==================== block 1
Fig. 1: block 1, signal wires by layer
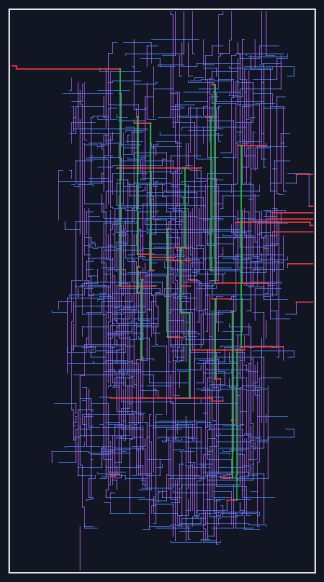

`config.mk`:
```
export PLATFORM = sky130hd
export DESIGN_NAME = keypad_scan_ctrl
export DESIGN_NICKNAME = d
export VERILOG_FILES = /design/src/rtl/keypad_scan_ctrl.sv
export SDC_FILE = /design/constraint.sdc
export NUM_CORES = 1
export LEC_CHECK = 0
export ABC_CLOCK_PERIOD_IN_PS = 2100
export CELL_PAD_IN_SITES_DETAIL_PLACEMENT = 1
export CELL_PAD_IN_SITES_GLOBAL_PLACEMENT = 1
export CORE_ASPECT_RATIO = 2
export CORE_MARGIN = 5
export CORE_UTILIZATION = 41
export CTS_CLUSTER_SIZE = 14
export DETAILED_ROUTE_END_ITERATION = 10
export PLACE_DENSITY = 0.85
export REMOVE_ABC_BUFFERS = 1
export SLEW_MARGIN = 20
export SYNTH_ARGS = -nofsm -noshare
export SYNTH_HDL_FRONTEND = slang
export SYNTH_SLANG_ARGS = --single-unit
```
`constraint.sdc`:
```
create_clock -name clk_raw -period 2.1 [get_ports clk_raw]
set_input_delay 0.21 -clock clk_raw [delete_from_list [all_inputs] [get_ports clk_raw]]
set_output_delay 0.21 -clock clk_raw [all_outputs]
set_load 0.01 [all_outputs]
```
`src/rtl/keypad_scan_ctrl.sv`:
```
// -----------------------------------------------------------------------------
// keypad_scan_ctrl
//   Scans a 4x4 matrix keypad one row at a time and debounces presses and
//   releases. Each accepted press is offered exactly once on a valid/ready
//   interface. A press that arrives while an earlier event is still unconsumed
//   is dropped, and the sticky overrun flag records the loss.
//
// Ports
//   clk_raw    in   50 MHz clock, all state changes on its rising edge
//   reset_n    in   asynchronous active-low reset
//   row[3:0]   out  active-low row drive, exactly one bit low
//   col[3:0]   in   active-low column sense, 4'b1111 when no key is down
//   key_code   out  {row_idx, col_idx} of the accepted key
//   key_valid  out  key_code holds an unconsumed event
//   key_ready  in   consumer takes the event when key_valid && key_ready
//   key_held   out  accepted key is still physically pressed
//   overrun    out  sticky, an event was dropped (cleared only by reset)
// -----------------------------------------------------------------------------
module keypad_scan_ctrl #(
  parameter int SCAN_DIV   = 1000,  // clocks per row before the columns are sampled
  parameter int DEB_CYCLES = 50000  // stable clocks to accept a press or a release
) (
  input  logic       clk_raw,
  input  logic       reset_n,
  output logic [3:0] row,
  input  logic [3:0] col,
  output logic [3:0] key_code,
  output logic       key_valid,
  input  logic       key_ready,
  output logic       key_held,
  output logic       overrun
);

  localparam int DIV_W = (SCAN_DIV   > 1) ? $clog2(SCAN_DIV)   : 1;
  localparam int DEB_W = (DEB_CYCLES > 1) ? $clog2(DEB_CYCLES) : 1;
  localparam logic [DIV_W-1:0] DIV_MAX = DIV_W'(SCAN_DIV - 1);
  localparam logic [DEB_W-1:0] DEB_MAX = DEB_W'(DEB_CYCLES - 1);

  typedef enum logic [2:0] {
    SCAN,
    DEBOUNCE,
    PRESS,
    HOLD,
    REL_DEB
  } state_e;

  state_e           state_q;
  logic [1:0]       row_idx_q;
  logic [1:0]       col_idx_q;
  logic [3:0]       row_q;
  logic [DIV_W-1:0] div_cnt_q;
  logic [DEB_W-1:0] deb_cnt_q;
  logic [3:0]       key_code_q;
  logic             key_valid_q;
  logic             key_held_q;
  logic             overrun_q;

  // One-cold row drive for a given row index.
  function automatic logic [3:0] row_drive(input logic [1:0] idx);
    return ~(4'b0001 << idx);
  endfunction

  // Lowest-numbered low column wins when several keys in a row are down.
  function automatic logic [1:0] lowest_low(input logic [3:0] c);
    if (!c[0]) return 2'd0;
    if (!c[1]) return 2'd1;
    if (!c[2]) return 2'd2;
    return 2'd3;
  endfunction

  // Only the column latched at detection time is tracked; any other key in the
  // matrix is ignored until the tracked key has been released and debounced.
  // col is taken without a synchronizer: a metastable read only restarts or
  // extends a debounce window, it cannot create an event by itself.
  logic key_down;
  assign key_down = ~col[col_idx_q];

  // NOTE: every state register is reset (there is no memory array here) and
  // every sequential update uses non-blocking assignment, so the order of the
  // statements below does not change what is sampled on an edge.
  always_ff @(posedge clk_raw or negedge reset_n) begin
    if (!reset_n) begin
      state_q     <= SCAN;
      row_idx_q   <= 2'd0;
      col_idx_q   <= 2'd0;
      row_q       <= 4'b1110;
      div_cnt_q   <= '0;
      deb_cnt_q   <= '0;
      key_code_q  <= 4'd0;
      key_valid_q <= 1'b0;
      key_held_q  <= 1'b0;
      overrun_q   <= 1'b0;
    end else begin
      // Handshake consumes the event; PRESS below may reload it on the same edge.
      if (key_valid_q && key_ready) key_valid_q <= 1'b0;

      case (state_q)
        SCAN: begin
          if (div_cnt_q == DIV_MAX) begin
            div_cnt_q <= '0;
            if (col == 4'b1111) begin
              row_idx_q <= row_idx_q + 2'd1;
              row_q     <= row_drive(row_idx_q + 2'd1);
            end else begin
              col_idx_q <= lowest_low(col);
              deb_cnt_q <= '0;
              state_q   <= DEBOUNCE;
            end
          end else begin
            div_cnt_q <= div_cnt_q + 1'b1;
          end
        end

        DEBOUNCE: begin
          if (!key_down) begin
            // Bounce or glitch: abandon silently and move on to the next row.
            deb_cnt_q <= '0;
            div_cnt_q <= '0;
            row_idx_q <= row_idx_q + 2'd1;
            row_q     <= row_drive(row_idx_q + 2'd1);
            state_q   <= SCAN;
          end else if (deb_cnt_q == DEB_MAX) begin
            state_q <= PRESS;
          end else begin
            deb_cnt_q <= deb_cnt_q + 1'b1;
          end
        end

        PRESS: begin
          if (!key_valid_q || key_ready) begin
            key_code_q  <= {row_idx_q, col_idx_q};
            key_valid_q <= 1'b1;
          end else begin
            overrun_q <= 1'b1;
          end
          key_held_q <= 1'b1;
          state_q    <= HOLD;
        end

        HOLD: begin
          if (!key_down) begin
            deb_cnt_q <= '0;
            state_q   <= REL_DEB;
          end
        end

        REL_DEB: begin
          if (key_down) begin
            state_q <= HOLD;
          end else if (deb_cnt_q == DEB_MAX) begin
            div_cnt_q  <= '0;
            row_idx_q  <= row_idx_q + 2'd1;
            row_q      <= row_drive(row_idx_q + 2'd1);
            key_held_q <= 1'b0;
            state_q    <= SCAN;
          end else begin
            deb_cnt_q <= deb_cnt_q + 1'b1;
          end
        end

        default: state_q <= SCAN;
      endcase
    end
  end

  assign row       = row_q;
  assign key_code  = key_code_q;
  assign key_valid = key_valid_q;
  assign key_held  = key_held_q;
  assign overrun   = overrun_q;

endmodule
```
==================== block 2
[src/rtl/fetch_sequencer.sv]
// Fetch sequencer: drives pc_next for the PC register, waits out the instruction-memory
// latency and hands each fetched word to decode, with redirect and HALT support.
module fetch_sequencer #(
    parameter int          IMEM_DEPTH = 32,
    parameter int          MEM_WAIT   = 1,
    parameter logic [31:0] HALT_WORD  = 32'hFFFF_FFFF
) (
    input  logic        clk,
    input  logic        reset,
    input  logic        start,
    input  logic [31:0] pc,
    input  logic [31:0] instr,
    input  logic        redirect_valid,
    input  logic [31:0] redirect_target,
    input  logic        dec_ready,
    output logic [31:0] pc_next,
    output logic        instr_valid,
    output logic [31:0] instr_out,
    output logic [31:0] instr_pc,
    output logic        halted,
    output logic        busy
);

    typedef enum logic [1:0] {
        S_IDLE  = 2'd0,
        S_WAIT  = 2'd1,
        S_ISSUE = 2'd2,
        S_HALT  = 2'd3
    } state_t;

    // Word-aligned mask of the instruction byte space.
    localparam logic [31:0] ADDR_MASK = 32'(IMEM_DEPTH * 4 - 1) & 32'hFFFF_FFFC;
    localparam logic [3:0]  WAIT_LOAD = 4'(MEM_WAIT);

    state_t      state;
    state_t      state_nxt;
    logic [3:0]  cnt;
    logic [3:0]  cnt_nxt;
    logic        sample;
    logic [31:0] pc_inc;
    logic [31:0] redirect_pc;

    assign pc_inc      = (pc + 32'd4) & ADDR_MASK;
    assign redirect_pc = redirect_target & ADDR_MASK;

    always_ff @(posedge clk or posedge reset) begin
        if (reset) begin
            state     <= S_IDLE;
            cnt       <= 4'd0;
            instr_out <= 32'd0;
            instr_pc  <= 32'd0;
        end else begin
            state <= state_nxt;
            cnt   <= cnt_nxt;
            if (sample) begin
                instr_out <= instr;
                instr_pc  <= pc;
            end
        end
    end

    // A redirect outranks both the memory-wait countdown and the decode hand-off.
    always_comb begin
        state_nxt = state;
        cnt_nxt   = cnt;
        sample    = 1'b0;
        case (state)
            S_IDLE: begin
                if (start) begin
                    state_nxt = S_WAIT;
                    cnt_nxt   = WAIT_LOAD;
                end
            end
            S_WAIT: begin
                if (redirect_valid) begin
                    state_nxt = S_WAIT;
                    cnt_nxt   = WAIT_LOAD;
                end else if (cnt == 4'd0) begin
                    if (instr == HALT_WORD) begin
                        state_nxt = S_HALT;
                    end else begin
                        state_nxt = S_ISSUE;
                        sample    = 1'b1;
                    end
                end else begin
                    cnt_nxt = cnt - 4'd1;
                end
            end
            S_ISSUE: begin
                if (redirect_valid || dec_ready) begin
                    state_nxt = S_WAIT;
                    cnt_nxt   = WAIT_LOAD;
                end
            end
            S_HALT: begin
                if (start) begin
                    state_nxt = S_WAIT;
                    cnt_nxt   = WAIT_LOAD;
                end
            end
            default: begin
                state_nxt = S_IDLE;
                cnt_nxt   = 4'd0;
            end
        endcase
    end

    // Handshake: a word transfers on a rising edge where instr_valid=1, dec_ready=1 and
    // redirect_valid=0; instr_out/instr_pc hold steady while instr_valid=1 and no transfer occurs.
    always_comb begin
        pc_next     = pc;
        instr_valid = (state == S_ISSUE);
        halted      = (state == S_HALT);
        busy        = (state == S_WAIT) || (state == S_ISSUE);
        case (state)
            S_WAIT: begin
                if (redirect_valid) pc_next = redirect_pc;
            end
            S_ISSUE: begin
                if (redirect_valid) pc_next = redirect_pc;
                else if (dec_ready) pc_next = pc_inc;
            end
            S_HALT: begin
                if (start) pc_next = pc_inc;
            end
            default: pc_next = pc;
        endcase
    end

endmodule
[config.mk]
export PLATFORM = sky130hd
export DESIGN_NAME = fetch_sequencer
export DESIGN_NICKNAME = d
export VERILOG_FILES = /design/src/rtl/fetch_sequencer.sv
export SDC_FILE = /design/constraint.sdc
export NUM_CORES = 1
export LEC_CHECK = 0
export CORE_MARGIN = 2
export CORE_UTILIZATION = 35
export CTS_CLUSTER_SIZE = 12
export DETAILED_ROUTE_END_ITERATION = 10
export GPL_TIMING_DRIVEN = 0
export PLACE_DENSITY = 0.72
export SYNTH_ARGS = -nofsm -noshare
export SYNTH_HDL_FRONTEND = slang
export SYNTH_SLANG_ARGS = --single-unit
export TNS_END_PERCENT = 10
[constraint.sdc]
create_clock -name clk -period 3 [get_ports clk]
set_input_delay 0.45 -clock clk [delete_from_list [all_inputs] [get_ports clk]]
set_output_delay 0.45 -clock clk [all_outputs]
set_load 0.01 [all_outputs]
==================== block 3
--- src/rtl/spi_temp_read_ctrl.sv ---
// spi_temp_read_ctrl: mode-0 read-only SPI master that clocks one
// FRAME_BITS frame from a temperature sensor, MSB first.
//
// Ports:
//   clk, rst   - system clock; asynchronous active-high reset
//   start      - read request, sampled only in IDLE
//   auto_en    - enables periodic reads (AUTO_SAMPLE_EN builds only)
//   miso       - sensor serial data
//   cs_n, sclk - sensor chip select (active low) and serial clock
//   busy       - high in every state except IDLE
//   new_data   - 1-cycle strobe: frame_out has just been updated
//   frame_out  - last complete frame, MSB = first bit received
//
// Build option: define AUTO_SAMPLE_EN to add the periodic read timer.

module spi_temp_read_ctrl #(
  parameter int CLK_DIV       = 4,
  parameter int FRAME_BITS    = 24,
  parameter int SAMPLE_PERIOD = 1000
) (
  input  logic                  clk,
  input  logic                  rst,
  input  logic                  start,
  input  logic                  auto_en,
  input  logic                  miso,
  output logic                  cs_n,
  output logic                  sclk,
  output logic                  busy,
  output logic                  new_data,
  output logic [FRAME_BITS-1:0] frame_out
);

  localparam int DW = (CLK_DIV > 1) ? $clog2(CLK_DIV) : 1;
  localparam int BW = $clog2(FRAME_BITS + 1);

  typedef enum logic [2:0] {
    IDLE,
    SETUP,
    SHIFT,
    HOLD,
    DONE,
    GAP
  } state_t;

  state_t                state;
  state_t                state_d;
  logic [DW-1:0]         div_cnt;
  logic                  tick;
  logic                  go;
  logic [BW-1:0]         bit_cnt;
  logic [FRAME_BITS-1:0] shreg;

  assign tick = (div_cnt == DW'(CLK_DIV - 1));

`ifdef AUTO_SAMPLE_EN
  localparam int PW = (SAMPLE_PERIOD > 1) ? $clog2(SAMPLE_PERIOD) : 1;

  logic [PW-1:0] per_cnt;
  logic          per_tc;
  logic          pending;

  assign per_tc = auto_en && (per_cnt == PW'(SAMPLE_PERIOD - 1));
  assign go     = start | pending;

  always_ff @(posedge clk or posedge rst) begin
    if (rst) begin
      per_cnt <= '0;
    end else if (!auto_en || per_tc) begin
      per_cnt <= '0;
    end else begin
      per_cnt <= per_cnt + 1'b1;
    end
  end

  // Leaving IDLE always consumes the request, so a trigger that
  // coincides with start still yields a single frame.
  always_ff @(posedge clk or posedge rst) begin
    if (rst) begin
      pending <= 1'b0;
    end else if (state == IDLE && go) begin
      pending <= 1'b0;
    end else if (per_tc) begin
      pending <= 1'b1;
    end
  end
`else
  logic unused_auto;

  assign unused_auto = auto_en;
  assign go          = start;
`endif

  always_ff @(posedge clk or posedge rst) begin
    if (rst) begin
      state <= IDLE;
    end else begin
      state <= state_d;
    end
  end

  always_comb begin
    state_d = state;
    cs_n    = 1'b1;
    busy    = 1'b1;
    case (state)
      IDLE: begin
        busy = 1'b0;
        if (go) state_d = SETUP;
      end
      SETUP: begin
        cs_n = 1'b0;
        if (tick) state_d = SHIFT;
      end
      SHIFT: begin
        cs_n = 1'b0;
        // Leave on the falling toggle after the last rising edge.
        if (tick && sclk && bit_cnt == BW'(FRAME_BITS))
          state_d = HOLD;
      end
      HOLD: begin
        cs_n = 1'b0;
        if (tick) state_d = DONE;
      end
      DONE: begin
        state_d = GAP;
      end
      GAP: begin
        if (tick) state_d = IDLE;
      end
      default: begin
        state_d = IDLE;
      end
    endcase
  end

  always_ff @(posedge clk or posedge rst) begin
    if (rst) begin
      div_cnt   <= '0;
      sclk      <= 1'b0;
      bit_cnt   <= '0;
      shreg     <= '0;
      frame_out <= '0;
      new_data  <= 1'b0;
    end else begin
      new_data <= 1'b0;

      if (state == IDLE || state_d != state || tick) begin
        div_cnt <= '0;
      end else begin
        div_cnt <= div_cnt + 1'b1;
      end

      if (state == SHIFT) begin
        if (tick) begin
          sclk <= ~sclk;
          if (!sclk) begin
            shreg   <= {shreg[FRAME_BITS-2:0], miso};
            bit_cnt <= bit_cnt + 1'b1;
          end
        end
      end else begin
        sclk    <= 1'b0;
        bit_cnt <= '0;
      end

      if (state == DONE) begin
        frame_out <= shreg;
        new_data  <= 1'b1;
      end
    end
  end

endmodule
--- config.mk ---
export PLATFORM = sky130hd
export DESIGN_NAME = spi_temp_read_ctrl
export DESIGN_NICKNAME = d
export VERILOG_FILES = /design/src/rtl/spi_temp_read_ctrl.sv
export SDC_FILE = /design/constraint.sdc
export NUM_CORES = 1
export LEC_CHECK = 0
export CAP_MARGIN = 10
export CORE_ASPECT_RATIO = 0.5
export CORE_UTILIZATION = 35
export CTS_BUF_LIST = sky130_fd_sc_hd__clkbuf_2
export DETAILED_ROUTE_END_ITERATION = 6
export SYNTH_ARGS = -nofsm -noshare
export SYNTH_HDL_FRONTEND = slang
export SYNTH_SLANG_ARGS = --single-unit
--- constraint.sdc ---
create_clock -name clk -period 5.44 [get_ports clk]
set_clock_uncertainty 0.15 [all_clocks]
set_input_delay 1.36 -clock clk [delete_from_list [all_inputs] [get_ports clk]]
set_output_delay 1.36 -clock clk [all_outputs]
set_load 0.01 [all_outputs]
Fig. 2: block 1, sequential cells coloured by netlist name
Other sequential cells in the stronger grey, the rest of the logic in the fainter grey.
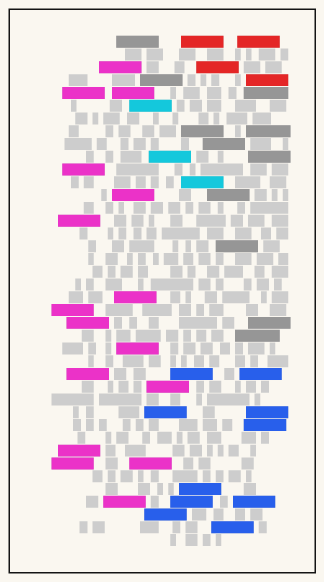
state_q -> cyan  # flops 3
deb_cnt_q -> magenta  # flops 16
div_cnt_q -> blue  # flops 10
key_code -> red  # flops 4, where upper right

Fig. 3: block 1, I/O pins on the die edge
Pins as bars across the die edge, other pins in grey.
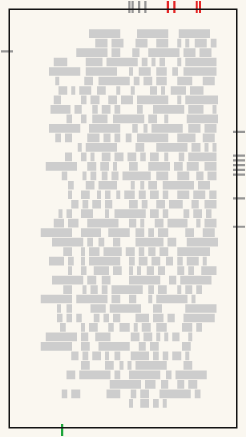
reset_n -> green  # pins 1, direction input, edge bottom
key_code -> red  # pins 4, direction output, edge top
all pins by edge = 8 right, 8 top, 1 left, 1 bottom
Die Height: 120 um
Die Span X: 64.8 um

Notes on Fig. 1 above:
metal 1 -> blue  # wire length 2850 um
metal 2 -> purple  # wire length 4570 um
metal 3 -> red  # wire length 212 um
metal 4 -> green  # wire length 406 um
routed wire length per instance: 20.8 um
WL final: 8030 um

==> results.tsv, block 1 <==
stage	metric	value	unit
clock_network	cts.sinks	44	
sta	relSlewSlack	0.598	
run_status	violations	setup timing	
route	topRoutingLayerUsed	met4	
route	vias_per_cell	6.20	
synthesis	topCellsByArea	dfrtp_1, o21ai_0, nand2_1, dfstp_2, ha_1	
place	gp_congestion	0.870	
global_routing	grt_pass1_wl	12600	um
place	placed_cell_area	2960	sq um
synthesis	syn-cell-area	2460	sq um
pwr	ir_drop	0.546	mV
synthesis	yosysWarnings	0	
global_routing	grt_use_total	0.210	
sta	timing.final.ws_setup	-0.0210	ns
finish	final-instance-count-excl-fill	387	
route	route.met3.wl	212	um
route	wl_met2	4570	um
sta	finalMaxSlewViolations	0	
pwr	p_seq	0.00118	W
clock_network	cts_max_level	2	
synthesis	synth.avg_cell_area	9.41	sq um
synthesis	ys_sh_xor	0.00355	
global_routing	use_met3	0.0384	
setup_path	path_class	register to register	
synthesis	syn-instance-count	262	
global_routing	grt_overflow_total	0	
job	openroad.warnings	28	
synthesis	edf_count	0	
run_status	status	finished with violations	
sta	final-setup-viol-count	1	
place	portBuffers	17	
synthesis	ys_chip_area	2460	sq um
finish	clk_share	0.0447	
sta	skew	0.00376	ns
synthesis	synth-adder-area-share	0.0305	
setup_path	reg2reg_slack	-0.02	ns
finish	sh_seq_area	0.337	
-- block 1: critical path: stages (launching register included) --
cell      delay [ns]
dfrtp_1         0.37
ha_2            0.19
nand4b_1        0.13
nand4b_1        0.30
buf_4           0.20
a211o_2         0.37
o21ai_0         0.27
o41ai_2         0.14
-- block 1: layout by cell type, fill, tap and decap left out, types with 4 or more instances in the layout --
cell type and count:
nand3_1 10, o31ai_1 5, o21ai_0 28, and3_1 6, nor2_1 12, nor3_1 7, a211oi_1 4, nand2b_1 4
a21oi_1 14, nand2_1 23, or3_1 8, a31oi_1 5, clkbuf_16 5, clkdlybuf4s50_1 16, nand4_1 5, ha_1 4
buf_4 44, dfrtp_1 41, mux2i_1 6, inv_1 15
-- block 1: repair_timing --
action	CTS	global route
setup endpoints to repair	3	16
resized	3	22
buffers inserted	0	5
cloned	0	1
pin swaps	1	7
-- block 1: kinds of logic (layout without fill, tap and decap cells) --
| kind of cell | count (synthesis) | in the layout |
|---|---|---|
| compound gates | 80 | 81 |
| xor+xnor | 1 | 1 |
| fa+ha+maj | 6 | 6 |
| buf+inv | 24 | 85 |
| flops | 44 | 44 |
| mux | 12 | 12 |
| simple gates | 95 | 95 |
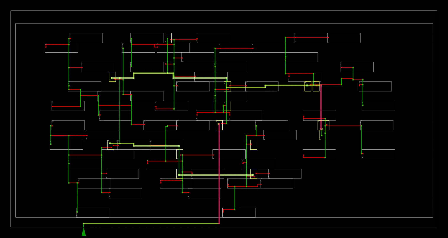
Fig. 4. The clock network (block 3).
Latency at later pin: 0.47 ns
CLK BUF: 9

==> results.tsv, block 3 <==
stage	metric	value	unit
job	openroad.warnings	28	
pwr	finalPower	0.000849	W
finish	fin_area	2880	sq um
setup_path	worst-endpoint-arrival	1.85	ns
sta	post-route-min-period	3.36	ns
sta	finalMaxSlewViolations	0	
synthesis	syn-instance-count	165	
synthesis	top_area_frac	0.622	
sta	hold_viol	0	
worst_hold_path	min_path_cells	1	
run_status	status	complete, no violations	
synthesis	postSynthSeqShare	0.622	
route	wl_met2	1730	um
pwr	p_int	0.000594	W
die	tap_cells	88	
finish	num-nonclk-buffers	34	
setup_path	required	3.93	ns
route	dr.pass1.iters	4	
worst_hold_path	min_to	div_cnt[0]	
finish	inv_count	4	
finish	seq_cell_count	60	
finish	fill_cells	601	
synthesis	synth.distinct_cells	25	
finish	clk_share	0.0269	
synthesis	common_cells	dfrtp_1, mux2_2, nand2_1	
finish	nonClkBufAreaFrac	0.115	
clock_network	hold_buffers	0	
pwr	p_sw_frac	0.300	
sta	worst_pin_slew	0.760	ns
setup_path	cp-endpoint	busy	
global_routing	antenna_found_initial	0	
die	dieArea	7250	sq um
synthesis	largest_area_cell	dfrtp_1	
pwr	power.density	294	nW/um^2
setup_path	reg2reg_slack	3.46	ns
synthesis	ys_sh_aoi	0.0280	
setup_path	path_buffers	1	
setup_path	cp_top_family	flip-flops	
finish	final_nets	211	
finish	logic_gates	94	
synthesis	top_cell	dfrtp_1	
sta	rsz0062_at_grt	false	
route	topRoutingLayerUsed	met4	
setup_path	worstSetupEndpointType	output port	
pwr	leakage	1.36	nW
finish	sh_seq_area	0.521	
finish	sh_comb_area	0.294	
route	routedWlPerCell	12.8	um
finish	register_area	1500	sq um
die	fp_util	0.380	
global_routing	top_usage_layer	met2	
block 3: sequential cells by signal, summed over array words and instances, names as in the netlist:
signal     cells
bit_cnt        5
div_cnt        2
new_data       1
sclk           1
shreg         24
frame_out     24
state          3
block 3: power by group through the flow:
| stage | clock network [W] | registers [W] | logic [W] |
|---|---|---|---|
| after floorplan | 0 | 0.000491 | 0.000118 |
| after CTS | 0.000222 | 0.000509 | 0.000135 |
| after global placement | 0 | 0.000515 | 0.000130 |
| after detailed placement | 0 | 0.000517 | 0.000134 |
| after global routing | 0.000243 | 0.000514 | 0.000149 |
| final | 0.000208 | 0.000509 | 0.000132 |
block 3: placed cells by master, fill, tap and decap left out, drive strengths merged:
master / n
nor3: 1
clkbuf: 9
a211oi: 2
nand3: 1
mux2: 48
o311a: 1
nor4: 1
a21oi: 4
ha: 3
clkinv: 6
nor2b: 1
buf: 3
xnor2: 1
o21ai: 3
nand2: 8
xor2: 2
or3: 3
clkdlybuf4s50: 31
nand3b: 3
inv: 4
nand2b: 4
nor3b: 1
o21bai: 1
dfrtp: 60
nor2: 6
Fig. 5: block 2, sequential cells coloured by netlist name
Other sequential cells in the stronger grey, the rest of the logic in the fainter grey.
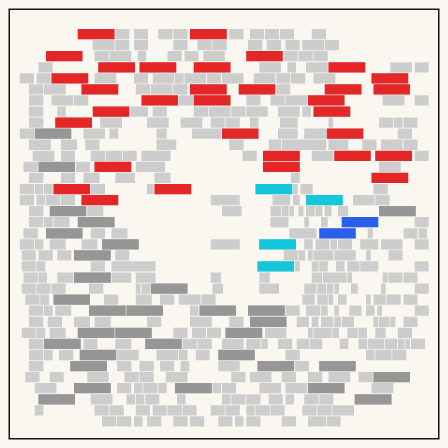
instr_out -> red  # flops 32
state -> blue  # flops 2
cnt -> cyan  # flops 4
not coloured = 32
Flop area: 1750 sq um
fraction of area in registers: 0.306
Final Util: 0.580
Sequential Power: 0.00170 W

Fig. 6: block 2, gate families picked out
The bar under the picture is 20 um long.
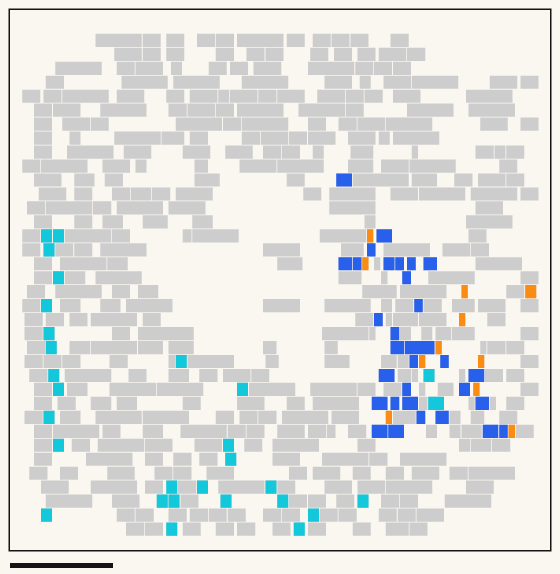
aoi and oai cells -> blue  # cells 31
and/or cells -> cyan  # cells 29
inv cells -> orange  # cells 11
logic share of the area: 0.293
non-filler cells, final: 584

==> results.tsv, block 2 <==
stage	metric	value	unit
synthesis	top_area_frac	0.489	
pwr	p_sw_frac	0.319	
global_routing	grt_use_total	0.178	
synthesis	largest_area_cell	dfrtp_1	
global_routing	grt_pass1_vias	3017	
sta	timing.final.ws_setup	0.126	ns
clock_network	cts.sinks	70	
synthesis	ys_sh_xor	0	
pwr	power.share.clock	0.145	
setup_path	cp_top_family	buffers and inverters	
synthesis	common_cells	dfrtp_1, mux2_4, and2_1	
setup_path	cp-start-kind	register	
place	portBuffers	172	
sta	finalMaxSlewViolations	0	
synthesis	synth_flops	70	
pwr	power.density	1010	nW/um^2
synthesis	ys_chip_area	3580	sq um
finish	layout-drive-gt1-share	0.226	
sta	worst_pin_slew	0.879	ns
sta	relSlewSlack	0.414	
place	hpwlAfterDp	7260	um
synthesis	synth.distinct_cells	40	
finish	inv_count	11	
synthesis	logic_family	multiplexers	
setup_path	required	2.55	ns
clock_network	clk_pin_slew_worst_paths	0.08	ns
finish	dominant_cells	buffers	
synthesis	synthMuxAreaShare	0.259	
synthesis	yosys-stat-cells	263	
synthesis	syn_nets	371	
clock_network	insertion_delay	0.34	ns
run_status	status	complete, no violations	
die	fp_util	0.363	
synthesis	edf_count	0	
finish	clk_share	0.0376	
clock_network	cts_resized	6	
==> block 2: cell usage in the layout (no fill, tap or decap), drive strengths merged, types with 4 or more instances in the layout <==
cell	Yosys	final
o2bb2ai	4	4
dfrtp	70	70
inv	11	11
ha	7	7
clkdlybuf4s50	0	171
a21oi	9	9
clkbuf	5	15
buf	7	8
nor2	4	4
and2	27	27
o21ai	8	8
nand2	4	4
nand2b	5	5
nand4	10	10
mux2	66	66
==> block 2: layer usage <==
metal | up-vias | track usage | routed length (um)
met5 | - | 0 | 0
li1 | 1306 | - | -
met2 | 99 | 0.302 | 4940
met4 | 0 | 0.0429 | 124
met3 | 11 | 0.0730 | 729
met1 | 1385 | 0.208 | 4040
==> block 2: path summary, 6_finish.rpt <==
path / from / end / slack, ns / cells after the start
min in group asynchronous: reset / instr_pc[6] / 0.64 / 2
max in group asynchronous: reset / instr_pc[15] / 1.78 / 2
max reg2reg: cnt[0] / instr_pc[1] / 0.89 / 8
max: state[0] / pc_next[4] / 0.13 / 7
min: instr_pc[29] / instr_pc[29] / 0.51 / 1
min reg2reg: instr_pc[29] / instr_pc[29] / 0.51 / 1

==================== block 4
Fig. 7: block 4, signal wires by layer
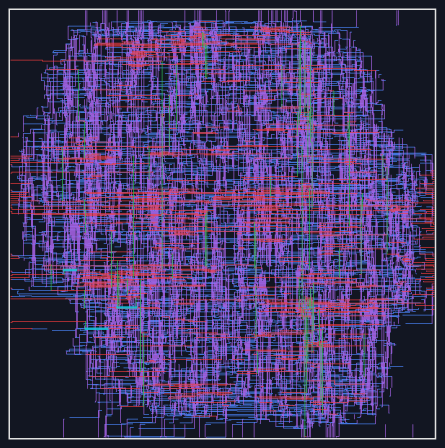

File: src/rtl/icache_direct_if.sv
// rtl/icache_direct_if.sv - fetch-side and MemCtrl-side signal bundle for icache_direct
interface icache_direct_if;
    logic        flush;
    logic        if_req;
    logic [31:0] if_pc;
    logic        if_ready;
    logic        inst_valid;
    logic [31:0] inst;
    logic [31:0] inst_pc;
    logic        mc_req;
    logic [31:0] mc_addr;
    logic        mc_done;
    logic [31:0] mc_data;

    modport master (
        output flush, if_req, if_pc, mc_done, mc_data,
        input  if_ready, inst_valid, inst, inst_pc, mc_req, mc_addr
    );

    modport slave (
        input  flush, if_req, if_pc, mc_done, mc_data,
        output if_ready, inst_valid, inst, inst_pc, mc_req, mc_addr
    );
endinterface

File: src/rtl/icache_direct.sv
// rtl/icache_direct.sv - direct-mapped one-word-per-line instruction cache
module icache_direct #(
    parameter int IDX_BITS = 4
) (
    input  logic           clk,
    input  logic           rst,
    input  logic           rdy,
    icache_direct_if.slave bus
);
    localparam int LINES    = 1 << IDX_BITS;
    localparam int TAG_BITS = 30 - IDX_BITS;

    typedef enum logic {IDLE, MISS} state_t;

    state_t                state, state_next;
    logic [LINES-1:0]      valid;
    logic [31:0]           data_arr [LINES];
    logic [TAG_BITS-1:0]   tag_arr  [LINES];
    logic                  cancel;
    logic [31:0]           fill_addr;
    logic                  inst_valid_q;
    logic [31:0]           inst_q;
    logic [31:0]           inst_pc_q;

    logic [IDX_BITS-1:0]   req_idx, fill_idx;
    logic [TAG_BITS-1:0]   req_tag, fill_tag;
    logic                  hit, accept, fill;
    logic                  unused_pc_off;

    assign req_idx       = bus.if_pc[IDX_BITS+1:2];
    assign req_tag       = bus.if_pc[31:IDX_BITS+2];
    assign fill_idx      = fill_addr[IDX_BITS+1:2];
    assign fill_tag      = fill_addr[31:IDX_BITS+2];
    assign unused_pc_off = ^{bus.if_pc[1:0], fill_addr[1:0]};
    assign hit           = valid[req_idx] && (tag_arr[req_idx] == req_tag);

    always_ff @(posedge clk or negedge rst) begin
        if (!rst) begin
            state <= IDLE;
        end else if (rdy) begin
            state <= state_next;
        end
    end

    always_comb begin
        state_next = state;
        accept     = 1'b0;
        fill       = 1'b0;
        case (state)
            IDLE: begin
                accept = rdy && bus.if_req && !bus.flush;
                if (accept && !hit) begin
                    state_next = MISS;
                end
            end
            MISS: begin
                // mc_done only counts under rdy; MemCtrl re-presents it otherwise
                fill = rdy && bus.mc_done;
                if (fill) begin
                    state_next = IDLE;
                end
            end
            default: state_next = IDLE;
        endcase
    end

    always_ff @(posedge clk or negedge rst) begin
        if (!rst) begin
            valid        <= '0;
            cancel       <= 1'b0;
            fill_addr    <= '0;
            inst_valid_q <= 1'b0;
            inst_q       <= '0;
            inst_pc_q    <= '0;
        end else if (rdy) begin
            inst_valid_q <= 1'b0;
            if (accept) begin
                if (hit) begin
                    inst_valid_q <= 1'b1;
                    inst_q       <= data_arr[req_idx];
                    inst_pc_q    <= {bus.if_pc[31:2], 2'b00};
                end else begin
                    fill_addr <= {bus.if_pc[31:2], 2'b00};
                end
            end
            if (fill) begin
                valid[fill_idx] <= 1'b1;
                inst_valid_q    <= !(cancel || bus.flush);
                inst_q          <= bus.mc_data;
                inst_pc_q       <= fill_addr;
                cancel          <= 1'b0;
            end else if (state == MISS && bus.flush) begin
                cancel <= 1'b1;
            end
        end
    end

    // Data and tag arrays carry no reset; valid bits gate every use
    always_ff @(posedge clk) begin
        if (fill) begin
            data_arr[fill_idx] <= bus.mc_data;
            tag_arr[fill_idx]  <= fill_tag;
        end
    end

    assign bus.if_ready   = (state == IDLE);
    assign bus.mc_req     = (state == MISS);
    assign bus.mc_addr    = fill_addr;
    assign bus.inst_valid = inst_valid_q;
    assign bus.inst       = inst_q;
    assign bus.inst_pc    = inst_pc_q;
endmodule
File: src/flat_wrapper.sv
// flat-port wrapper written by rule: the top's interface ports become plain ports
module icache_direct_flat 
#(
    parameter int IDX_BITS = 4
)
  (clk, rst, rdy, bus_flush, bus_if_req, bus_if_pc, bus_mc_done, bus_mc_data, bus_if_ready, bus_inst_valid, bus_inst, bus_inst_pc, bus_mc_req, bus_mc_addr);
  icache_direct_if bus_i ();
  input  logic clk;
  input  logic rst;
  input  logic rdy;
  input wire logic [$bits(bus_i.flush)-1:0] bus_flush;
  input wire logic [$bits(bus_i.if_req)-1:0] bus_if_req;
  input wire logic [$bits(bus_i.if_pc)-1:0] bus_if_pc;
  input wire logic [$bits(bus_i.mc_done)-1:0] bus_mc_done;
  input wire logic [$bits(bus_i.mc_data)-1:0] bus_mc_data;
  output wire logic [$bits(bus_i.if_ready)-1:0] bus_if_ready;
  output wire logic [$bits(bus_i.inst_valid)-1:0] bus_inst_valid;
  output wire logic [$bits(bus_i.inst)-1:0] bus_inst;
  output wire logic [$bits(bus_i.inst_pc)-1:0] bus_inst_pc;
  output wire logic [$bits(bus_i.mc_req)-1:0] bus_mc_req;
  output wire logic [$bits(bus_i.mc_addr)-1:0] bus_mc_addr;
  assign bus_i.flush = bus_flush;
  assign bus_i.if_req = bus_if_req;
  assign bus_i.if_pc = bus_if_pc;
  assign bus_i.mc_done = bus_mc_done;
  assign bus_i.mc_data = bus_mc_data;
  assign bus_if_ready = bus_i.if_ready;
  assign bus_inst_valid = bus_i.inst_valid;
  assign bus_inst = bus_i.inst;
  assign bus_inst_pc = bus_i.inst_pc;
  assign bus_mc_req = bus_i.mc_req;
  assign bus_mc_addr = bus_i.mc_addr;
  icache_direct #(.IDX_BITS(IDX_BITS)) u_core (.clk(clk), .rst(rst), .rdy(rdy), .bus(bus_i));
endmodule
File: config.mk
export PLATFORM = sky130hd
export DESIGN_NAME = icache_direct_flat
export DESIGN_NICKNAME = d
export VERILOG_FILES = /design/src/rtl/icache_direct_if.sv /design/src/rtl/icache_direct.sv /design/src/flat_wrapper.sv
export SDC_FILE = /design/constraint.sdc
export NUM_CORES = 1
export LEC_CHECK = 0
export ABC_AREA = 0
export ABC_CLOCK_PERIOD_IN_PS = 6980
export CAP_MARGIN = 20
export CORE_AREA = 5 5 266 268
export CTS_CLUSTER_DIAMETER = 150
export CTS_CLUSTER_SIZE = 25
export DETAILED_ROUTE_END_ITERATION = 10
export DIE_AREA = 0 0 271 273
export PLACE_DENSITY = 0.78
export SYNTH_ARGS = -nofsm -noshare
export SYNTH_HDL_FRONTEND = slang
export SYNTH_SLANG_ARGS = --single-unit
File: constraint.sdc
create_clock -name clk -period 6.98 [get_ports clk]
set_clock_uncertainty 0.2 [all_clocks]
set_input_delay 1.396 -clock clk [delete_from_list [all_inputs] [get_ports clk]]
set_output_delay 1.396 -clock clk [all_outputs]
set_load 0.1 [all_outputs]
==================== block 5
**src/rtl/core_pkg.sv**
```systemverilog
// rtl/core_pkg.sv - shared core types and constants for the hazard controller
package core_pkg;

  localparam int NREG             = 32;
  localparam int REG_IDX_WIDTH    = $clog2(NREG);
  localparam int FLUSH_CYCLES_MIN = 1;
  localparam int FLUSH_CYCLES_MAX = 7;

  typedef enum logic [1:0] {
    ST_RUN   = 2'd0,
    ST_DRAIN = 2'd1,
    ST_FLUSH = 2'd2
  } state_t;

endpackage

```
**src/rtl/reg_scoreboard.sv**
```systemverilog
// rtl/reg_scoreboard.sv - per-register in-flight write tracking with write-through RAW lookup
module reg_scoreboard #(
  parameter int NREG = 32,
  parameter int IDXW = $clog2(NREG)
) (
  input  logic            clk,
  input  logic            rst,
  input  logic            i_set_en,
  input  logic [IDXW-1:0] i_set_idx,
  input  logic            i_clr_en,
  input  logic [IDXW-1:0] i_clr_idx,
  input  logic            i_rs1_en,
  input  logic [IDXW-1:0] i_rs1_idx,
  input  logic            i_rs2_en,
  input  logic [IDXW-1:0] i_rs2_idx,
  output logic [NREG-1:0] o_busy,
  output logic [NREG-1:0] o_busy_eff,
  output logic            o_raw,
  output logic            o_any_busy
);

  logic [NREG-1:0] r_busy;
  logic [NREG-1:0] w_set_mask;
  logic [NREG-1:0] w_clr_mask;
  logic [NREG-1:0] w_busy_eff;

  // Index 0 is excluded from both masks, so bit 0 of r_busy can never be set.
  always_comb begin
    w_set_mask = '0;
    w_clr_mask = '0;
    if (i_set_en && (i_set_idx != '0)) w_set_mask[i_set_idx] = 1'b1;
    if (i_clr_en && (i_clr_idx != '0)) w_clr_mask[i_clr_idx] = 1'b1;
  end

  assign w_busy_eff = r_busy & ~w_clr_mask;

  always_ff @(posedge clk) begin
    if (rst) begin
      r_busy <= '0;
    end else begin
      r_busy <= w_busy_eff | w_set_mask;
    end
  end

  assign o_busy     = r_busy;
  assign o_busy_eff = w_busy_eff;
  assign o_raw      = (i_rs1_en & w_busy_eff[i_rs1_idx]) | (i_rs2_en & w_busy_eff[i_rs2_idx]);
  assign o_any_busy = |w_busy_eff;

endmodule

```
**src/rtl/hazard_ctrl.sv**
```systemverilog
// rtl/hazard_ctrl.sv - issue/stall/flush control between decode and ID/EX
module hazard_ctrl #(
  parameter int NREG         = 32,
  parameter int FLUSH_CYCLES = 1,
  parameter int CNT_WIDTH    = 32
) (
  input  logic                    clk,
  input  logic                    rst,
  input  logic                    dec_valid_i,
  input  logic [$clog2(NREG)-1:0] dec_rs1_idx_i,
  input  logic [$clog2(NREG)-1:0] dec_rs2_idx_i,
  input  logic                    dec_rs1_en_i,
  input  logic                    dec_rs2_en_i,
  input  logic [$clog2(NREG)-1:0] dec_rd_idx_i,
  input  logic                    dec_rd_en_i,
  input  logic                    dec_csr_i,
  input  logic                    ex_redirect_i,
  input  logic                    wb_rd_en_i,
  input  logic [$clog2(NREG)-1:0] wb_rd_idx_i,
  output logic                    issue_o,
  output logic                    stall_if_o,
  output logic                    flush_if_id_o,
  output logic [NREG-1:0]         busy_o,
  output logic [1:0]              state_o,
  output logic [CNT_WIDTH-1:0]    stall_cnt_o
);
  import core_pkg::*;

  localparam int FLUSH_CLAMP = (FLUSH_CYCLES < FLUSH_CYCLES_MIN) ? FLUSH_CYCLES_MIN :
                               (FLUSH_CYCLES > FLUSH_CYCLES_MAX) ? FLUSH_CYCLES_MAX : FLUSH_CYCLES;
  localparam logic [2:0] FLUSH_LOAD = 3'(FLUSH_CLAMP);

  state_t                 r_state;
  logic [2:0]             r_flush_cnt;
  logic [CNT_WIDTH-1:0]   r_stall_cnt;
  logic [NREG-1:0]        w_busy_eff;
  logic                   w_raw;
  logic                   w_any_busy;
  logic                   w_csr_block;
  logic                   w_issue;
  logic                   w_flush;
  logic                   w_stall;

  reg_scoreboard #(.NREG(NREG), .IDXW($clog2(NREG))) u_sb (
    .clk        (clk),
    .rst        (rst),
    .i_set_en   (w_issue & dec_rd_en_i),
    .i_set_idx  (dec_rd_idx_i),
    .i_clr_en   (wb_rd_en_i),
    .i_clr_idx  (wb_rd_idx_i),
    .i_rs1_en   (dec_rs1_en_i),
    .i_rs1_idx  (dec_rs1_idx_i),
    .i_rs2_en   (dec_rs2_en_i),
    .i_rs2_idx  (dec_rs2_idx_i),
    .o_busy     (busy_o),
    .o_busy_eff (w_busy_eff),
    .o_raw      (w_raw),
    .o_any_busy (w_any_busy)
  );

  assign w_csr_block = dec_csr_i & (|w_busy_eff);

  // A redirect squashes whatever sits in IF/ID regardless of state.
  always_comb begin
    w_issue = 1'b0;
    w_flush = 1'b0;
    if (ex_redirect_i) begin
      w_flush = 1'b1;
    end else begin
      case (r_state)
        ST_RUN:   w_issue = dec_valid_i & ~w_raw & ~w_csr_block;
        ST_FLUSH: w_flush = 1'b1;
        default:  w_issue = 1'b0;
      endcase
    end
  end

  assign w_stall = dec_valid_i & ~w_issue & ~w_flush;

  always_ff @(posedge clk) begin
    if (rst) begin
      r_state     <= ST_RUN;
      r_flush_cnt <= '0;
    end else if (ex_redirect_i) begin
      r_state     <= ST_FLUSH;
      r_flush_cnt <= FLUSH_LOAD;
    end else begin
      case (r_state)
        ST_RUN: begin
          if (dec_valid_i && w_csr_block) r_state <= ST_DRAIN;
        end
        ST_DRAIN: begin
          if (!w_any_busy) r_state <= ST_RUN;
        end
        ST_FLUSH: begin
          if (r_flush_cnt <= 3'd1) begin
            r_state     <= ST_RUN;
            r_flush_cnt <= '0;
          end else begin
            r_flush_cnt <= r_flush_cnt - 3'd1;
          end
        end
        default: r_state <= ST_RUN;
      endcase
    end
  end

  always_ff @(posedge clk) begin
    if (rst) begin
      r_stall_cnt <= '0;
    end else if (w_stall && (r_stall_cnt != '1)) begin
      r_stall_cnt <= r_stall_cnt + 1'b1;
    end
  end

  assign issue_o       = w_issue;
  assign stall_if_o    = w_stall;
  assign flush_if_id_o = w_flush;
  assign state_o       = r_state;
  assign stall_cnt_o   = r_stall_cnt;

endmodule

```
**config.mk**
```make
export PLATFORM = sky130hd
export DESIGN_NAME = hazard_ctrl
export DESIGN_NICKNAME = d
export VERILOG_FILES = /design/src/rtl/core_pkg.sv /design/src/rtl/reg_scoreboard.sv /design/src/rtl/hazard_ctrl.sv
export SDC_FILE = /design/constraint.sdc
export NUM_CORES = 1
export LEC_CHECK = 0
export CORE_MARGIN = 4
export CORE_UTILIZATION = 50
export CTS_CLUSTER_DIAMETER = 80
export DETAILED_ROUTE_END_ITERATION = 10
export PLACE_DENSITY_LB_ADDON = 0.25
export SYNTH_ARGS = -nofsm -noshare
export SYNTH_HDL_FRONTEND = slang
export SYNTH_SLANG_ARGS = --single-unit
```
**constraint.sdc**
```tcl
create_clock -name clk -period 13.9 [get_ports clk]
set_input_delay 4.17 -clock clk [delete_from_list [all_inputs] [get_ports clk]]
set_output_delay 4.17 -clock clk [all_outputs]
set_load 0.005 [all_outputs]
```

## Gallery

Gate families picked out.
shot_01.png
The bar under the picture is 100 um long.
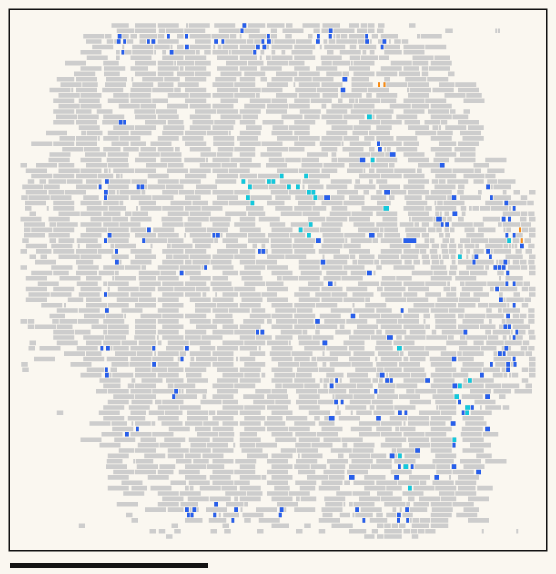
shot_02.png
The bar under the picture is 20 um long.
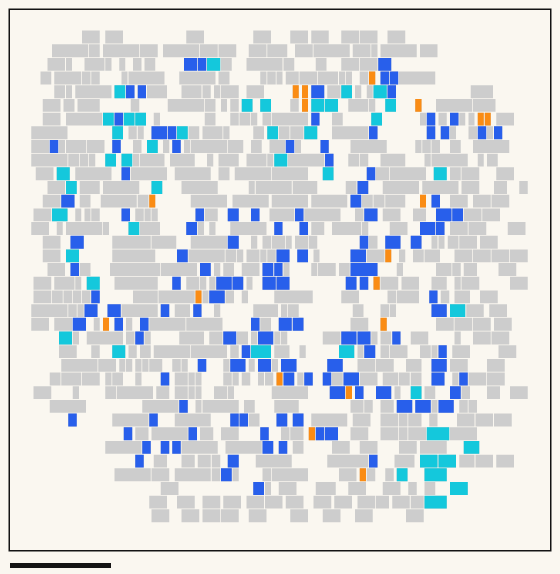
| picture | from |
|---|---|
| shot_02.png | block 5 |
| shot_01.png | block 4 |
Of these, largest die: shot_01.png

Fig. 8: block 5, sequential cells coloured by netlist name
Other sequential cells in the stronger grey, the rest of the logic in the fainter grey.
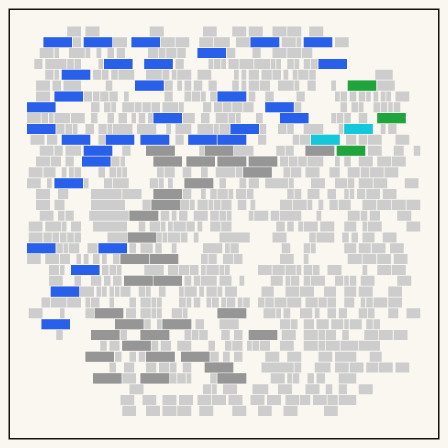
state_o -> cyan  # flops 2
stall_cnt_o -> blue  # flops 32
r_flush_cnt -> green  # flops 3
Flop area: 1380 sq um
Final Util: 0.623
fraction of area in registers: 0.229
Sequential Power: 0.000200 W

==> results.tsv, block 5 <==
stage	metric	value	unit
run_status	status	complete, no violations	
job	openroad.warnings	27	
die	io_pins	98	
finish	final-instance-count-excl-fill	829	
setup_path	r2r-end	stall_cnt_o[13]	
die	rows	36	
sta	final-setup-viol-count	0	
die	dieWidth	107	um
global_routing	grtUsageMet1	0.371	
synthesis	postSynthSeqShare	0.280	
synthesis	ys_sh_aoi	0.182	
setup_path	slowest_stage	clkdlybuf4s50_1	
sta	worst_pin_slew	1.11	ns
global_routing	grt_pass1_wl	24900	um
synthesis	edf_count	0	
synthesis	logic_family	simple AND/OR/NAND/NOR gates	
clock_network	cts_resized	0	
synthesis	ff_type	dfxtp_1	
clock_network	cts_buffer_depth	2	
route	wl_met1	6640	um
die	coreArea	9680	sq um
setup_path	r2r_cells	9	
sta	timing.final.ws_setup	1.99	ns
setup_path	worstPathCellList	clkdlybuf4s50_1 -> xnor2_1 -> nand2_1 -> a2111oi_0 -> nor4_1 -> nor4_1 -> o2111a_2 -> clkdlybuf4s50_1	
worst_hold_path	min_to	stall_cnt_o[29]	
finish	logic_gates	492	
synthesis	syn_nets	653	
pwr	ir_drop	0.0517	mV
finish	dominant_cells	multi-input combinational cells	
die	die_h	107	um
finish	antenna_cells	0	
-- block 5: worst max-delay path: cells and delay by family --
kind / cells / cell delay (ns)
AND-OR/OR-AND: 2 / 0.80
AND/OR/NAND/NOR: 3 / 0.58
XOR/XNOR: 1 / 0.65
buffers and inverters: 2 / 1.50
-- block 5: registers in the layout (all words and copies together) (netlist names) --
register / flops
stall_cnt_o: 32
u_sb.o_busy: 32
r_flush_cnt: 3
state_o: 2
-- block 5: cells in the mapped netlist, types with 4 or more instances --
master,n,area [sq um]
a311oi_1,5,43.8
nand3_1,27,135
mux2_1,14,158
dfxtp_1,69,1380
o21ai_0,12,60.1
nand2b_1,9,56.3
inv_1,18,67.6
nor2_1,45,169
nand4_1,8,50.1
a21oi_1,26,130
nor4_1,8,50.1
nand2_1,59,221
clkbuf_1,17,63.8
a31oi_1,9,56.3
nand3b_1,21,158
buf_6,7,78.8
o31ai_1,9,67.6
o21ai_1,31,155
mux2i_1,34,340
nor3_1,29,145
or4_1,12,90.1
nor3b_1,4,30.0
o211ai_1,4,30.0
o22ai_1,14,87.6
or3_1,10,62.6
and3_1,7,43.8
buf_2,12,60.1
nor2b_1,28,175
Fig. 9: block 4, sequential cells coloured by netlist name
Other sequential cells in the stronger grey, the rest of the logic in the fainter grey.
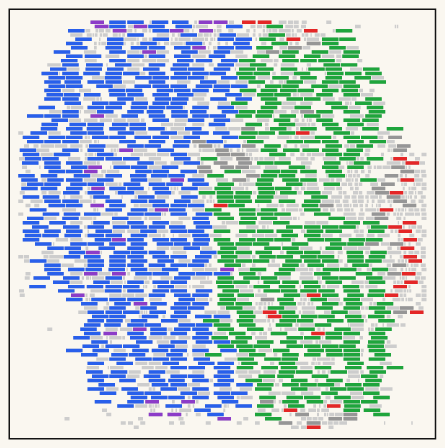
u_core.bus.inst_pc -> red  # flops 30
u_core.bus.inst -> purple  # flops 32
u_core.data_arr -> blue  # flops 512
u_core.tag_arr -> green  # flops 416
Final Util: 0.656
Flop area: 30600 sq um
Sequential Power: 0.00762 W
fraction of area in registers: 0.686

Fig. 10: block 4, the clock network
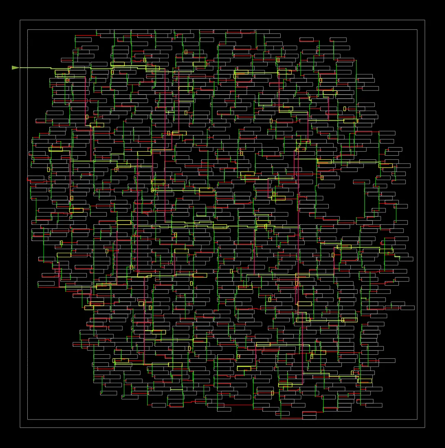
Latency at later pin: 0.64 ns
clk pwr: 0.00315 W
TritonCTS Buffers: 47
Sink Count: 1039

About Fig. 7:
metal 3 -> red  # wire length 10600 um
metal 1 -> blue  # wire length 35.7 mm
metal 4 -> green  # wire length 2140 um
metal 5 -> cyan  # wire length 33.1 um
metal 2 -> purple  # wire length 47.3 mm

==> results.tsv, block 4 <==
stage	metric	value	unit
place	portBuffers	162	
setup_path	path_class	input pin to register	
run_status	status	complete, no violations	
place	dp.cells	2883	
job	maxCapViolCount	0	
synthesis	logic_family	multiplexers	
clock_network	cts_max_level	2	
sta	finalSetupTns	0	ns
synthesis	synth_flops	1039	
synthesis	ff_type	edfxtp_1	
die	coreArea	68100	sq um
synthesis	yosysWarnings	0	
pwr	power.density	303	nW/um^2
finish	layout-drive-gt1-share	0.216	
global_routing	antenna_found_initial	8	
setup_path	critPathMaxStageDelay	1.09	ns
route	ant_nets	0	
sta	timing.final.ws_setup	1.40	ns
place	dpl_worst_slack	0.862	ns
die	rows	96	
synthesis	common_cells	edfxtp_1, mux4_2, dfrtp_1	
## block 4: final cells by class
class / instances / area, sq um
diodes: 4 / 10.0
inverters: 4 / 15.0
multi-input cells: 739 / 9250
fillers: 4163 / 23400
flip-flops and latches: 1039 / 30600
well taps: 882 / 1100
repair buffers: 219 / 2260
clock inverters: 3 / 41.3
clock buffers: 85 / 1340
## block 4: power breakdown
part / internal, W / switching [W]
combinational: 0.000739 / 0.00199
sequential: 0.00723 / 0.000391
clock: 0.00132 / 0.00183
## block 4: per-layer routing
metal  GRT usage  share of wire  vias up
li1            -              -     8224
met1       0.362           0.37    10877
met2       0.424           0.49     1299
met3      0.0638           0.11      150
met4      0.0601          0.022        6
met5           0        0.00034        -
## block 4: how the worst min path moves through the flow
stage	from	to	cells after the start
6_report	u_core.valid[10]	u_core.valid[10]	1
3_3_place_gp	u_core.valid[6]	u_core.valid[6]	1
5_1_grt	u_core.valid[10]	u_core.valid[10]	1
3_5_place_dp	u_core.valid[10]	u_core.valid[10]	1
4_1_cts	u_core.valid[10]	u_core.valid[10]	1
2_1_floorplan	u_core.valid[10]	u_core.valid[10]	1


==> gallery <==
Signal wires by layer.
picture 1
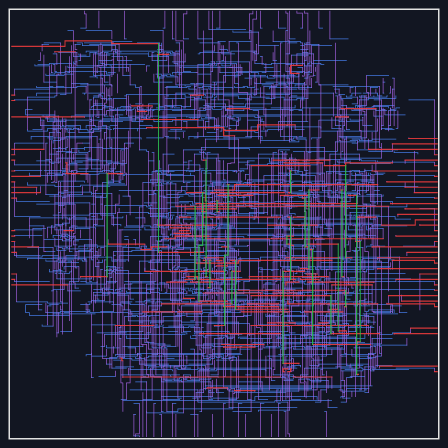
picture 2
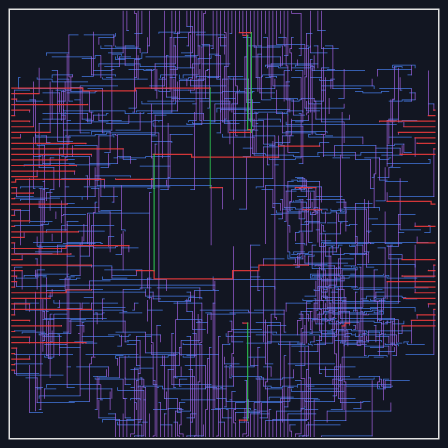
picture 3
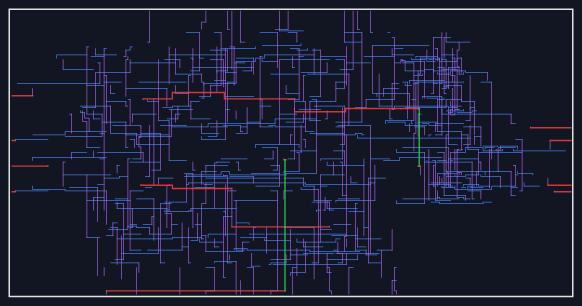
For block 3, see picture 3.
For block 5, see picture 1.
For block 2, see picture 2.


==> layout pictures side by side <==
The clock network.
(a)
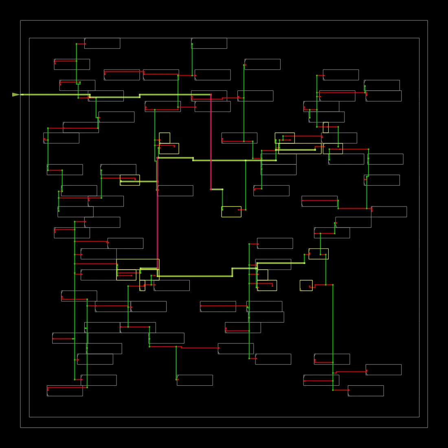
(b)
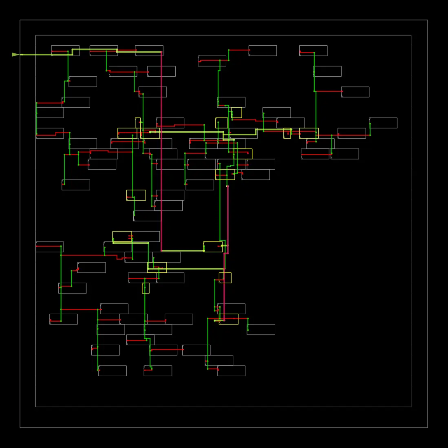
(c)
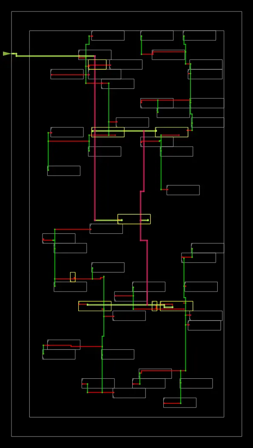
(b): block 5
(c): block 1
(a): block 2
- fewest sequential cells: (c)

Power figures rest on the tool's default switching activity, not on a simulated workload.
